# design 1

--- src/rtl/controller_pkg.sv ---
// Shared button definitions for consumers of the controller receiver.
package controller_pkg;

  localparam int NUM_BUTTONS = 12;

  localparam int BTN_A      = 0;
  localparam int BTN_B      = 1;
  localparam int BTN_SELECT = 2;
  localparam int BTN_START  = 3;
  localparam int BTN_UP     = 4;
  localparam int BTN_DOWN   = 5;
  localparam int BTN_LEFT   = 6;
  localparam int BTN_RIGHT  = 7;
  localparam int BTN_X      = 8;
  localparam int BTN_Y      = 9;
  localparam int BTN_L      = 10;
  localparam int BTN_R      = 11;

  localparam logic [NUM_BUTTONS-1:0] DIR_MASK = 12'b0000_1111_0000;

  typedef logic [NUM_BUTTONS-1:0] btn_vec_t;

endpackage

--- src/rtl/dir_repeat_ctr.sv ---
// Auto-repeat counter for one D-pad direction: pulses at held-frames D, D+P, D+2P, ...
module dir_repeat_ctr #(
  parameter int unsigned REPEAT_DELAY  = 20,
  parameter int unsigned REPEAT_PERIOD = 6
) (
  input  logic clk,
  input  logic rst_n,
  input  logic tick,
  input  logic press,
  input  logic held,
  output logic pulse
);

  logic [7:0] cnt;
  logic [7:0] cnt_inc;

  assign cnt_inc = cnt + 8'd1;

  always_ff @(posedge clk) begin
    if (!rst_n) begin
      cnt   <= '0;
      pulse <= 1'b0;
    end else begin
      pulse <= 1'b0;
      if (tick) begin
        if (press || !held) begin
          cnt <= '0;
        end else if (cnt_inc == 8'(REPEAT_DELAY)) begin
          // Reload so the next pulse lands exactly REPEAT_PERIOD ticks later.
          cnt   <= 8'(REPEAT_DELAY - REPEAT_PERIOD);
          pulse <= 1'b1;
        end else begin
          cnt <= cnt_inc;
        end
      end
    end
  end

endmodule

--- src/rtl/button_event_gen.sv ---
// Frame-sampled button events: held levels, edge pulses, latched press mask, D-pad repeat.
// Optional BTN_DEBOUNCE_EN: a bit changes only after two equal consecutive samples.
module button_event_gen
  import controller_pkg::*;
#(
  parameter int unsigned CONNECT_FRAMES = 4,
  parameter int unsigned REPEAT_DELAY   = 20,
  parameter int unsigned REPEAT_PERIOD  = 6
) (
  input  logic                   system_clk_25MHz,
  input  logic                   rst_n,
  input  logic                   frame_tick,
  input  logic [NUM_BUTTONS-1:0] buttons_in,
  input  logic                   controller_status,
  output logic                   connected,
  output logic [NUM_BUTTONS-1:0] btn_held,
  output logic [NUM_BUTTONS-1:0] btn_pressed,
  output logic [NUM_BUTTONS-1:0] btn_released,
  output logic [3:0]             dir_repeat,
  output logic                   event_valid,
  output logic [NUM_BUTTONS-1:0] event_mask,
  input  logic                   event_ack
);

  logic [7:0] conn_cnt;
  logic [7:0] conn_cnt_next;
  logic       connected_next;
  btn_vec_t   sampled;
  btn_vec_t   eff;
  btn_vec_t   new_press;
  btn_vec_t   mask_next;

  always_comb begin
    conn_cnt_next = conn_cnt;
    if (!controller_status) begin
      conn_cnt_next = '0;
    end else if (conn_cnt != 8'(CONNECT_FRAMES)) begin
      conn_cnt_next = conn_cnt + 8'd1;
    end
  end

  assign connected_next = (conn_cnt_next == 8'(CONNECT_FRAMES));

`ifdef BTN_DEBOUNCE_EN
  btn_vec_t prev_sample;
  btn_vec_t unstable;

  always_ff @(posedge system_clk_25MHz) begin
    if (!rst_n) begin
      prev_sample <= '0;
    end else if (frame_tick) begin
      prev_sample <= buttons_in;
    end
  end

  assign unstable = buttons_in ^ prev_sample;
  assign sampled  = (buttons_in & ~unstable) | (btn_held & unstable);
`else
  assign sampled = buttons_in;
`endif

  assign eff       = connected_next ? sampled : '0;
  assign new_press = eff & ~btn_held;

  // Ack and tick together: old content is consumed, this tick's presses survive.
  always_comb begin
    mask_next = event_mask;
    if (event_ack && event_valid) begin
      mask_next = frame_tick ? new_press : '0;
    end else if (frame_tick) begin
      mask_next = event_mask | new_press;
    end
  end

  always_ff @(posedge system_clk_25MHz) begin
    if (!rst_n) begin
      conn_cnt     <= '0;
      connected    <= 1'b0;
      btn_held     <= '0;
      btn_pressed  <= '0;
      btn_released <= '0;
      event_mask   <= '0;
      event_valid  <= 1'b0;
    end else begin
      btn_pressed  <= '0;
      btn_released <= '0;
      event_mask   <= mask_next;
      event_valid  <= |mask_next;
      if (frame_tick) begin
        conn_cnt     <= conn_cnt_next;
        connected    <= connected_next;
        btn_held     <= eff;
        btn_pressed  <= new_press;
        btn_released <= ~eff & btn_held;
      end
    end
  end

  for (genvar d = 0; d < 4; d++) begin : g_dir
    dir_repeat_ctr #(
      .REPEAT_DELAY (REPEAT_DELAY),
      .REPEAT_PERIOD(REPEAT_PERIOD)
    ) u_ctr (
      .clk  (system_clk_25MHz),
      .rst_n(rst_n),
      .tick (frame_tick),
      .press(new_press[BTN_UP + d]),
      .held (eff[BTN_UP + d]),
      .pulse(dir_repeat[d])
    );
  end

endmodule

--- config.mk ---
export PLATFORM = sky130hd
export DESIGN_NAME = button_event_gen
export DESIGN_NICKNAME = d
export VERILOG_FILES = /design/src/rtl/controller_pkg.sv /design/src/rtl/dir_repeat_ctr.sv /design/src/rtl/button_event_gen.sv
export SDC_FILE = /design/constraint.sdc
export NUM_CORES = 1
export LEC_CHECK = 0
export ABC_AREA = 1
export CAP_MARGIN = 15
export CELL_PAD_IN_SITES_DETAIL_PLACEMENT = 1
export CELL_PAD_IN_SITES_GLOBAL_PLACEMENT = 1
export CORE_ASPECT_RATIO = 1.1
export CORE_MARGIN = 1
export CORE_UTILIZATION = 26
export DETAILED_ROUTE_END_ITERATION = 8
export PLACE_DENSITY = 0.57
export SLEW_MARGIN = 20
export SYNTH_ARGS = -nofsm -noshare
export SYNTH_HDL_FRONTEND = slang
export SYNTH_SLANG_ARGS = --single-unit
--- constraint.sdc ---
create_clock -name system_clk_25MHz -period 2.05 [get_ports system_clk_25MHz]
set_input_delay 0.3075 -clock system_clk_25MHz [delete_from_list [all_inputs] [get_ports system_clk_25MHz]]
set_output_delay 0.3075 -clock system_clk_25MHz [all_outputs]
set_load 0.1 [all_outputs]
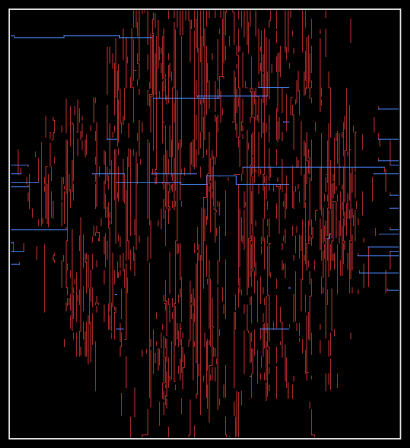
(design_1/layers.png)
Only two layers are drawn.
legend:
  M3:
    colour: blue
    wire_length: 376 um
  M2:
    colour: red
    wire_length: 6830 um

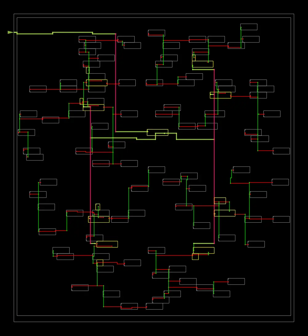
(design_1/clock_nets.png)
insertion delay at the late pin of the worst-skew pair: 0.35 ns
CTS Buf Count: 9

==> deck_impl_summary.md <==
Flow Results at a Glance

Synthesis
  – Synth Area in Simple Gates: 27.2%
  – Yosys warns: 0
  – Registers, synthesis: ~94
  – Syn_nets: roughly 560
  – Aoi share: roughly an eighth
  – Post-synth EDFFs: 0
  – Ys flop type: dfxtp_1

Pwr
  – Flop pwr share: between 50% and 60%
  – Leakage: 2.58 nW
  – Internal Pwr Total: 0.00276 W
  – Switch share: a little under a quarter

Outcome
  – Outcome: finished, violations left
  – Failing checks: negative setup slack

Floorplan
  – Initial Utilization: 26.6%

Flow run
  – OpenROAD warning count: 28

Setup path
  – FF-to-FF Start: conn_cnt[0]
  – Max incr delay on CP: roughly 0.37 ns

Final layout
  – Seq/total area: 32.1%
  – Comb area: ~2100 um2
  – Largest register by flop count: g_dir.u_ctr.cnt
  – Count of non-CTS buffers in the layout: 125
  – #MultiIn Comb: 344
  – Register area: 1890 um2

STA
  – Fin Hold WS: ~0.47 ns
  – Post-route setup slack: -0.00626 ns
  – Setup Viol. Count Final: 1

Route
  – DR vias/cell: roughly 4.6
  – Post-Route WL: 12900 um
  – Initial DRC count: between 90 and 100

Hold path
  – Worst min-delay path category: register to register
==> stage by stage <==
stage | area (um2) | setup TNS, ns | utilization (%)
floorplan | 4180 | 0 | -
global placement | 5220 | -0.198 | 33.3
detailed placement | 5220 | -0.642 | 33.3
CTS | 5630 | 0 | 35.9
global route | 5890 | -3.75 | 37.6
finish | 5890 | -0.00626 | 37.6
==> routing by layer <==
layer / GRT usage, % / share of wire [%]
met1: 19.4 / 43
met2: 29.0 / 53
met3: 2.62 / 2.9
met4: 5.89 / 1.4
met5: 0 / 0

# design 2

==> design_2/route_heat.png <==
The die is cut into 14 by 14 equal tiles; dark purple is low, yellow is high, scaled to the fullest tile. Values are wire area over tile area, all layers added.
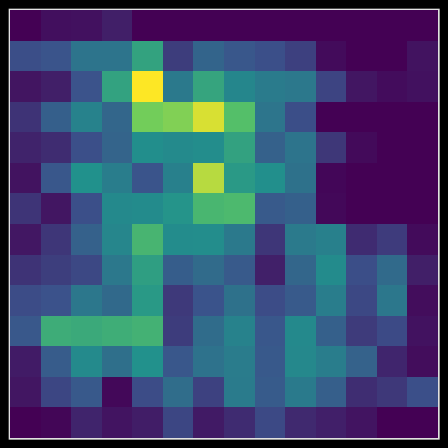
==> design_2/layers.png <==
Only two layers are drawn.
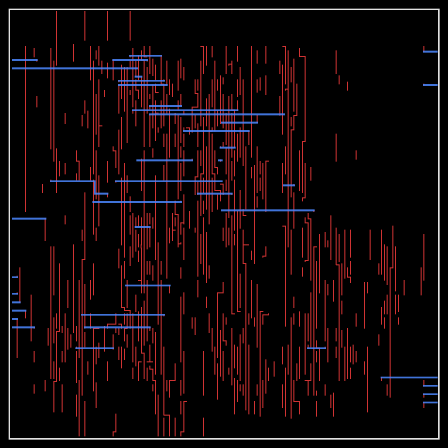
==> design_2/clock_nets.png <==
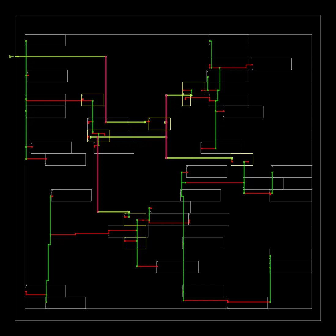
`src/rtl/sdram_pkg.sv`:
```
// rtl/sdram_pkg.sv - SDRAM command encodings, scheduler states and wait helper
package sdram_pkg;

    localparam logic [3:0] CMD_INHIBIT   = 4'b1111;
    localparam logic [3:0] CMD_NOP       = 4'b0111;
    localparam logic [3:0] CMD_PRECHARGE = 4'b0010;
    localparam logic [3:0] CMD_REFRESH   = 4'b0001;
    localparam logic [3:0] CMD_MRS       = 4'b0000;

    typedef enum logic [3:0] {
        ST_INIT_WAIT,
        ST_INIT_PRE,
        ST_INIT_RP,
        ST_INIT_REF1,
        ST_INIT_RFC1,
        ST_INIT_REF2,
        ST_INIT_RFC2,
        ST_INIT_MRS,
        ST_INIT_MRD,
        ST_IDLE,
        ST_GRANT,
        ST_REF,
        ST_REF_WAIT
    } sched_state_t;

    // Last cycle of a NOP wait state that lasts t_cyc-1 cycles (the command cycle counts as one).
    function automatic logic wait_last(input logic [15:0] cnt, input int t_cyc);
        return (int'(cnt) + 2) >= t_cyc;
    endfunction

endpackage

```
`src/rtl/sdram_refresh_timer.sv`:
```
// rtl/sdram_refresh_timer.sv - refresh interval counter with saturating owed-refresh count
module sdram_refresh_timer #(
    parameter int REFRESH_CYC = 780,
    parameter int MAX_OWED    = 3
) (
    input  logic clk,
    input  logic reset_n,
    input  logic enable,
    input  logic consume,
    output logic owed_nz
);

    localparam int TW = (REFRESH_CYC > 1) ? $clog2(REFRESH_CYC) : 1;
    localparam int OW = $clog2(MAX_OWED + 1);
    localparam logic [TW-1:0] RELOAD   = TW'(REFRESH_CYC - 1);
    localparam logic [TW-1:0] T_ONE    = TW'(1);
    localparam logic [OW-1:0] OWED_MAX = OW'(MAX_OWED);
    localparam logic [OW-1:0] O_ONE    = OW'(1);

    logic [TW-1:0] timer;
    logic [OW-1:0] owed;
    logic          tick;
    logic          take;

    assign tick    = enable && (timer == '0);
    assign take    = consume && (owed != '0);
    assign owed_nz = (owed != '0);

    // A tick and a consume in the same cycle cancel; ticks beyond MAX_OWED are dropped.
    always_ff @(posedge clk or negedge reset_n) begin
        if (!reset_n) begin
            timer <= RELOAD;
            owed  <= '0;
        end else begin
            if (enable) begin
                timer <= tick ? RELOAD : timer - T_ONE;
            end
            if (tick && !take && (owed != OWED_MAX)) begin
                owed <= owed + O_ONE;
            end else if (take && !tick) begin
                owed <= owed - O_ONE;
            end
        end
    end

endmodule

```
`src/rtl/sdram_init_refresh_sched.sv`:
```
// rtl/sdram_init_refresh_sched.sv - SDRAM power-up init, refresh scheduling and client bus grant
module sdram_init_refresh_sched
    import sdram_pkg::*;
#(
    parameter int          INIT_WAIT_CYC = 20000,
    parameter int          REFRESH_CYC   = 780,
    parameter int          T_RP          = 2,
    parameter int          T_RFC         = 7,
    parameter int          T_MRD         = 2,
    parameter logic [12:0] MODE_REG      = 13'h020,
    parameter int          MAX_OWED      = 3
) (
    input  logic        clk,
    input  logic        reset_n,
    output logic        ready,
    input  logic        client_req,
    output logic        client_ack,
    input  logic        client_done,
    output logic        bus_owner,
    output logic        sd_cke,
    output logic [3:0]  sd_cmd,
    output logic [12:0] sd_addr,
    output logic [1:0]  sd_ba,
    output logic        refresh_due
);

    sched_state_t state;
    sched_state_t state_nxt;
    logic [15:0]  wait_cnt;
    logic         cke_q;
    logic         consume;
    logic         owed_nz;

    sdram_refresh_timer #(
        .REFRESH_CYC (REFRESH_CYC),
        .MAX_OWED    (MAX_OWED)
    ) u_refresh_timer (
        .clk     (clk),
        .reset_n (reset_n),
        .enable  (ready),
        .consume (consume),
        .owed_nz (owed_nz)
    );

    assign ready       = state inside {ST_IDLE, ST_GRANT, ST_REF, ST_REF_WAIT};
    assign bus_owner   = (state == ST_GRANT);
    assign refresh_due = owed_nz;
    assign sd_cke      = cke_q;
    assign sd_ba       = 2'b00;

    // wait_cnt restarts on every state change so all wait states share it.
    always_ff @(posedge clk or negedge reset_n) begin
        if (!reset_n) begin
            state    <= ST_INIT_WAIT;
            wait_cnt <= '0;
            cke_q    <= 1'b0;
        end else begin
            state <= state_nxt;
            cke_q <= 1'b1;
            if (state_nxt != state) begin
                wait_cnt <= '0;
            end else if (wait_cnt != '1) begin
                wait_cnt <= wait_cnt + 16'd1;
            end
        end
    end

    always_comb begin
        state_nxt  = state;
        sd_cmd     = CMD_NOP;
        sd_addr    = '0;
        client_ack = 1'b0;
        consume    = 1'b0;
        case (state)
            ST_INIT_WAIT: begin
                sd_cmd = CMD_INHIBIT;
                if (wait_cnt == 16'(INIT_WAIT_CYC)) state_nxt = ST_INIT_PRE;
            end
            ST_INIT_PRE: begin
                sd_cmd    = CMD_PRECHARGE;
                sd_addr   = 13'h0400;
                state_nxt = ST_INIT_RP;
            end
            ST_INIT_RP: begin
                if (wait_last(wait_cnt, T_RP)) state_nxt = ST_INIT_REF1;
            end
            ST_INIT_REF1: begin
                sd_cmd    = CMD_REFRESH;
                state_nxt = ST_INIT_RFC1;
            end
            ST_INIT_RFC1: begin
                if (wait_last(wait_cnt, T_RFC)) state_nxt = ST_INIT_REF2;
            end
            ST_INIT_REF2: begin
                sd_cmd    = CMD_REFRESH;
                state_nxt = ST_INIT_RFC2;
            end
            ST_INIT_RFC2: begin
                if (wait_last(wait_cnt, T_RFC)) state_nxt = ST_INIT_MRS;
            end
            ST_INIT_MRS: begin
                sd_cmd    = CMD_MRS;
                sd_addr   = MODE_REG;
                state_nxt = ST_INIT_MRD;
            end
            ST_INIT_MRD: begin
                if (wait_last(wait_cnt, T_MRD)) state_nxt = ST_IDLE;
            end
            ST_IDLE: begin
                // Owed refresh wins over a simultaneous client request.
                if (owed_nz) begin
                    consume   = 1'b1;
                    state_nxt = ST_REF;
                end else if (client_req) begin
                    client_ack = 1'b1;
                    state_nxt  = ST_GRANT;
                end
            end
            ST_GRANT: begin
                if (client_done) state_nxt = ST_IDLE;
            end
            ST_REF: begin
                sd_cmd    = CMD_REFRESH;
                state_nxt = ST_REF_WAIT;
            end
            ST_REF_WAIT: begin
                if (wait_last(wait_cnt, T_RFC)) state_nxt = ST_IDLE;
            end
            default: state_nxt = ST_INIT_WAIT;
        endcase
    end

endmodule

```
`config.mk`:
```
export PLATFORM = sky130hd
export DESIGN_NAME = sdram_init_refresh_sched
export DESIGN_NICKNAME = d
export VERILOG_FILES = /design/src/rtl/sdram_pkg.sv /design/src/rtl/sdram_refresh_timer.sv /design/src/rtl/sdram_init_refresh_sched.sv
export SDC_FILE = /design/constraint.sdc
export NUM_CORES = 1
export LEC_CHECK = 0
export ABC_AREA = 1
export CORE_MARGIN = 2
export CORE_UTILIZATION = 60
export DETAILED_ROUTE_END_ITERATION = 8
export HOLD_SLACK_MARGIN = 0.1
export MAX_ROUTING_LAYER = met4
export PLACE_DENSITY = 0.85
export SYNTH_ARGS = -nofsm -noshare
export SYNTH_HDL_FRONTEND = slang
export SYNTH_HIERARCHICAL = 1
export SYNTH_SLANG_ARGS = --single-unit
```
`constraint.sdc`:
```
create_clock -name clk -period 5.3 [get_ports clk]
set_clock_uncertainty 0.05 [all_clocks]
set_input_delay 1.06 -clock clk [delete_from_list [all_inputs] [get_ports clk]]
set_output_delay 1.06 -clock clk [all_outputs]
set_load 0.02 [all_outputs]
```
==> deck_impl_summary.md <==
Flow Results at a Glance

Final layout
  – Fill cells: 357
  – Commonest Layout Cell: nand2_1
  – Count of non-CTS buffers in the layout: 16
  – Inverters: around 50
  – Comb area: 1480 um2
  – Register area: 832 um2
  – Final cell count without fillers: between 400 and 500
  – Leading cell kind: combinational gates
  – # diodes: 0
  – CLK BUF: 7
  – Nets: 388
  – #MultiIn Comb: 271

Setup path
  – WP data required: approximately 4.2 ns
  – Most common cell on crit path: clkdlybuf4s50_1

Pwr
  – Internal Pwr Total: 0.000645 W
  – Pwr Total: roughly 0.0012 W
  – PwrDens: 424 nW/um2

STA
  – Pins over their slew limit: 0
  – Setup TNS Final: 0 ns
  – Final hold viol count: 0

Outcome
  – Outcome: finished, final reports clean

Synthesis
  – Gate Count Post-Synth: 359
  – Mux share: 0%
  – Synth Area in Simple Gates: between 30 and 40%
  – Mapped Area: roughly 2600 um2
  – Aoi share: 6.48%

Place
  – Placed Area: 2720 um2

Hold path
  – HP Start: u_refresh_timer/timer[9]
  – Hold-critical path endpoint: u_refresh_timer/timer[9]

Floorplan
  – Die area: about 4900 um2

Route
  – Metal2 WL: 2360 um
  – Initial DRC count: 126

Flow run
  – Number of max-cap violations: 0

Clock tree
  – Resized Gates After CTS: 0
## Picture notes: design_2/route_heat.png
mean over tiles: 0.16
densest ninth of the die: middle
fullest tile: 0.62
emptiest ninth of the die: top right
tiles over half the peak: 12%
nearly empty tiles: 15%

## Picture notes: design_2/layers.png
legend:
  M3:
    colour: blue
    wire_length: 263 um
  M2:
    colour: red
    wire_length: 2360 um
DR vias: 2229
Avg WL per Cell: 11.5 um

## Picture notes: design_2/clock_nets.png
Flops: 33
CTS Buf Count: 5
Sink Count: 33
insertion delay at the late pin of the worst-skew pair: 0.29 ns
clock network power: 0.000209 W

## worst max-delay path: cells and delay by family
family	cells	cell delay, ns
buf+inv	3	1.15
simple gates	1	0.17
## registers in the layout, summed over array words and instances (netlist names)
| name | count |
|---|---|
| wait_cnt | 16 |
| u_refresh_timer/timer | 10 |
| state | 4 |
| u_refresh_timer/owed | 2 |
| sd_cke | 1 |
## synth_stat cells (all sizes together), types with 5 or more instances
library cell	count
inv	49
nand3	28
dfstp	5
dfrtp	28
a21oi	6
xor2	13
ha	7
buf	16
nor3	9
nand2	77
o21ai	19
nor2	79

# design 3

==> design_3/layers.png <==
Only two layers are drawn.
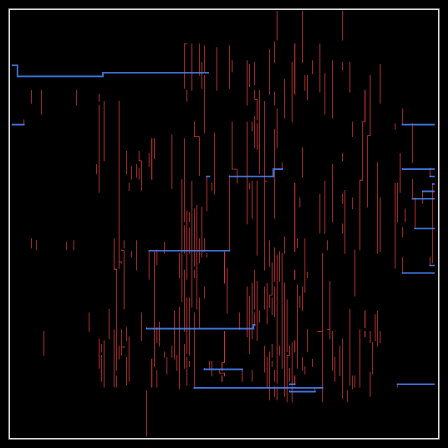
==> design_3/route_heat.png <==
The die is cut into 16 by 16 equal tiles; dark purple is low, yellow is high, scaled to the fullest tile. Values are wire area over tile area, all layers added.
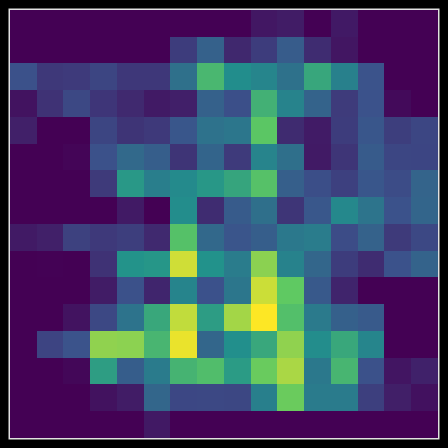
--- src/rtl/uart_pkg.sv ---
// rtl/uart_pkg.sv - shared UART constants, FSM encoding and bit-rate helper
package uart_pkg;

    localparam logic [1:0] ST_IDLE  = 2'd0;
    localparam logic [1:0] ST_START = 2'd1;
    localparam logic [1:0] ST_DATA  = 2'd2;
    localparam logic [1:0] ST_STOP  = 2'd3;

    localparam int DATA_BITS = 8;
    localparam int STOP_BITS = 1;

    function automatic int calc_clks_per_bit(input int clk_hz, input int baud);
        return clk_hz / baud;
    endfunction

endpackage

--- src/rtl/bit_sync.sv ---
// rtl/bit_sync.sv - generic two-flop synchronizer with selectable reset value
module bit_sync #(
    parameter logic RST_VAL = 1'b1
) (
    input  logic clk,
    input  logic rst_n,
    input  logic d,
    output logic q
);

    logic meta_q, meta_d;
    logic sync_q, sync_d;

    always_comb begin
        meta_d = d;
        sync_d = meta_q;
    end

    always_ff @(posedge clk or negedge rst_n) begin
        if (!rst_n) begin
            meta_q <= RST_VAL;
            sync_q <= RST_VAL;
        end else begin
            meta_q <= meta_d;
            sync_q <= sync_d;
        end
    end

    assign q = sync_q;

endmodule

--- src/rtl/uart_rx.sv ---
// rtl/uart_rx.sv - 8N1 UART receiver with mid-bit sampling and valid/ready output register
module uart_rx
    import uart_pkg::*;
#(
    parameter int CLK_HZ = 100000000,
    parameter int BAUD   = 115200
) (
    input  logic       clk,
    input  logic       rst_n,
    input  logic       rx,
    output logic [7:0] data,
    output logic       valid,
    input  logic       ready,
    output logic       frame_err,
    output logic       overrun,
    output logic       busy
);

    localparam int CLKS_PER_BIT = calc_clks_per_bit(CLK_HZ, BAUD);
    localparam int CNT_W        = $clog2(CLKS_PER_BIT);
    localparam int IDX_W        = $clog2(DATA_BITS);

    localparam logic [CNT_W-1:0] FULL_LOAD = CNT_W'(CLKS_PER_BIT - 1);
    localparam logic [CNT_W-1:0] HALF_LOAD = CNT_W'(CLKS_PER_BIT / 2 - 1);
    localparam logic [IDX_W-1:0] LAST_IDX  = IDX_W'(DATA_BITS - 1);

    generate
        if (CLKS_PER_BIT < 4) begin : g_bad_rate
            $error("uart_rx: CLKS_PER_BIT must be at least 4");
        end
    endgenerate

    logic rx_s;

    bit_sync #(.RST_VAL(1'b1)) u_sync (
        .clk   (clk),
        .rst_n (rst_n),
        .d     (rx),
        .q     (rx_s)
    );

    logic             rx_s_d_q,    rx_s_d_d;
    logic [1:0]       settle_q,    settle_d;
    logic             armed_q,     armed_d;
    logic [1:0]       state_q,     state_d;
    logic [CNT_W-1:0] timer_q,     timer_d;
    logic [IDX_W-1:0] bit_idx_q,   bit_idx_d;
    logic [7:0]       shift_q,     shift_d;
    logic [7:0]       data_q,      data_d;
    logic             valid_q,     valid_d;
    logic             frame_err_q, frame_err_d;
    logic             overrun_q,   overrun_d;
    logic             tick;
    logic             deliver;

    always_comb begin
        rx_s_d_d    = rx_s;
        settle_d    = {settle_q[0], 1'b1};
        // A line already low when reset releases must rise before a start edge counts.
        armed_d     = armed_q | (settle_q[1] & rx_s);
        state_d     = state_q;
        timer_d     = timer_q;
        bit_idx_d   = bit_idx_q;
        shift_d     = shift_q;
        data_d      = data_q;
        valid_d     = valid_q;
        frame_err_d = 1'b0;
        overrun_d   = 1'b0;
        deliver     = 1'b0;
        tick        = (timer_q == '0);

        if (state_q != ST_IDLE && !tick) begin
            timer_d = timer_q - 1'b1;
        end

        case (state_q)
            ST_IDLE: begin
                if (armed_q && rx_s_d_q && !rx_s) begin
                    state_d = ST_START;
                    timer_d = HALF_LOAD;
                end
            end
            ST_START: begin
                if (tick) begin
                    if (!rx_s) begin
                        state_d   = ST_DATA;
                        timer_d   = FULL_LOAD;
                        bit_idx_d = '0;
                    end else begin
                        state_d = ST_IDLE;
                    end
                end
            end
            ST_DATA: begin
                if (tick) begin
                    shift_d   = {rx_s, shift_q[7:1]};
                    timer_d   = FULL_LOAD;
                    bit_idx_d = bit_idx_q + IDX_W'(1);
                    if (bit_idx_q == LAST_IDX) begin
                        state_d = ST_STOP;
                    end
                end
            end
            ST_STOP: begin
                if (tick) begin
                    state_d = ST_IDLE;
                    if (rx_s) begin
                        deliver = 1'b1;
                    end else begin
                        frame_err_d = 1'b1;
                    end
                end
            end
            default: state_d = ST_IDLE;
        endcase

        // A held byte being consumed this cycle frees the register for the new one.
        if (deliver) begin
            if (!valid_q || ready) begin
                data_d  = shift_q;
                valid_d = 1'b1;
            end else begin
                overrun_d = 1'b1;
            end
        end else if (valid_q && ready) begin
            valid_d = 1'b0;
        end
    end

    always_ff @(posedge clk or negedge rst_n) begin
        if (!rst_n) begin
            rx_s_d_q    <= 1'b1;
            settle_q    <= 2'b00;
            armed_q     <= 1'b0;
            state_q     <= ST_IDLE;
            timer_q     <= '0;
            bit_idx_q   <= '0;
            shift_q     <= 8'h00;
            data_q      <= 8'h00;
            valid_q     <= 1'b0;
            frame_err_q <= 1'b0;
            overrun_q   <= 1'b0;
        end else begin
            rx_s_d_q    <= rx_s_d_d;
            settle_q    <= settle_d;
            armed_q     <= armed_d;
            state_q     <= state_d;
            timer_q     <= timer_d;
            bit_idx_q   <= bit_idx_d;
            shift_q     <= shift_d;
            data_q      <= data_d;
            valid_q     <= valid_d;
            frame_err_q <= frame_err_d;
            overrun_q   <= overrun_d;
        end
    end

    assign data      = data_q;
    assign valid     = valid_q;
    assign frame_err = frame_err_q;
    assign overrun   = overrun_q;
    assign busy      = (state_q != ST_IDLE);

endmodule

--- config.mk ---
export PLATFORM = sky130hd
export DESIGN_NAME = uart_rx
export DESIGN_NICKNAME = d
export VERILOG_FILES = /design/src/rtl/uart_pkg.sv /design/src/rtl/bit_sync.sv /design/src/rtl/uart_rx.sv
export SDC_FILE = /design/constraint.sdc
export NUM_CORES = 1
export LEC_CHECK = 0
export CAP_MARGIN = 20
export CORE_MARGIN = 1
export CORE_UTILIZATION = 31
export CTS_CLUSTER_DIAMETER = 100
export DETAILED_ROUTE_END_ITERATION = 16
export PLACE_DENSITY = 0.45
export SLEW_MARGIN = 15
export SYNTH_ARGS = -nofsm -noshare
export SYNTH_HDL_FRONTEND = slang
export SYNTH_HIERARCHICAL = 1
export SYNTH_SLANG_ARGS = --single-unit
--- constraint.sdc ---
create_clock -name clk -period 2.25 [get_ports clk]
set_input_delay 0.45 -clock clk [delete_from_list [all_inputs] [get_ports clk]]
set_output_delay 0.45 -clock clk [all_outputs]
set_load 0.02 [all_outputs]
==> deck_impl_summary.md <==
Flow Results at a Glance

Outcome
  – Outcome: finished, final reports clean

Final layout
  – Count of non-CTS buffers in the layout: 21
  – Inverters: 3

Clock tree
  – Insertion delay at the late pin of the worst-skew pair: roughly 0.29 ns
  – Number of post-CTS setup repair buffers: 0
  – CTS Buf Count: 5

Global route
  – Met1 Usage GRT: between 10% and 20%
  – Largest net degree at the start of global routing: 16

Synthesis
  – Mean Syn Cell Area: between 10 and 15 um2
  – Synth Seq Share: 55.4%
  – Top area cell types: dfrtp_1 (51%), mux2_4 (5.8%), mux2_2 (5.0%), dfstp_2 (4.3%), ha_1 (2.8%)
  – Top cell area share: 51.1%

Route
  – DR vias: 1167

Setup path
  – CP max-delay cell: or4_4
  – WP data required: about 2.4 ns

Pwr
  – PwrDens: 898 nW/um2

Place
  – IO Port Bufs: 15
Notes on design_3/layers.png above:
legend:
  M3:
    colour: blue
    wire_length: 158 um
  M2:
    colour: red
    wire_length: 1580 um

Notes on design_3/route_heat.png above:
nearly empty tiles: 29%
fullest tile: 0.37
emptiest ninth of the die: top left

-- cell families after synthesis --
group	after synthesis	synth area share, %
flops	40	55.4
simple gates	46	16.9
compound gates	21	7.87
fa+ha+maj	4	2.76
buf+inv	10	3.38
xor+xnor	3	1.45
mux	17	12.0
other cells	1	0.207
-- how the worst max path moves through the flow --
stage	end	slack [ns]	cells past startpoint
after floorplan	shift_q[1]	0.21	5
after global placement	shift_q[0]	0.14	4
after detailed placement	shift_q[0]	0.13	4
after CTS	busy	0.01	3
after global routing	busy	0.04	3
final	shift_q[0]	0.11	4


## Gallery

Sequential cells grouped by signal name.
Bar = 20 um. Other sequential cells in the stronger grey, the rest of the logic in the fainter grey.
Plate I
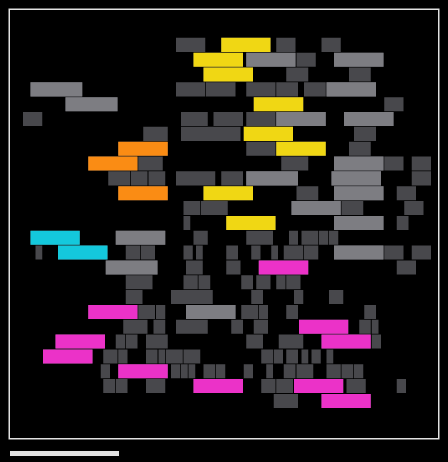
Plate II
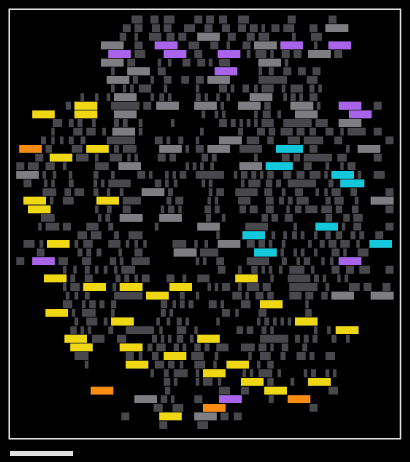
Plate III
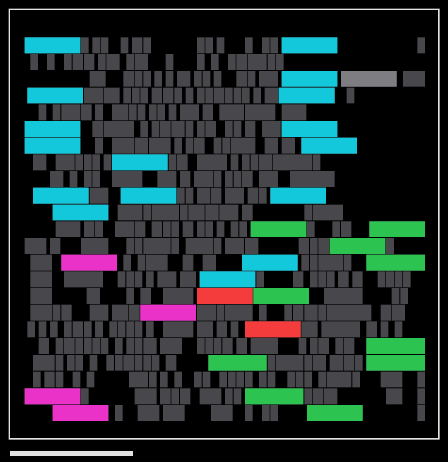
Plate I: design 3
Plate II: design 1
Plate III: design 2
The one with the fewest sequential cells is Plate III.
The one with the largest die is Plate II.

Power is estimated from default activity; no workload was simulated.
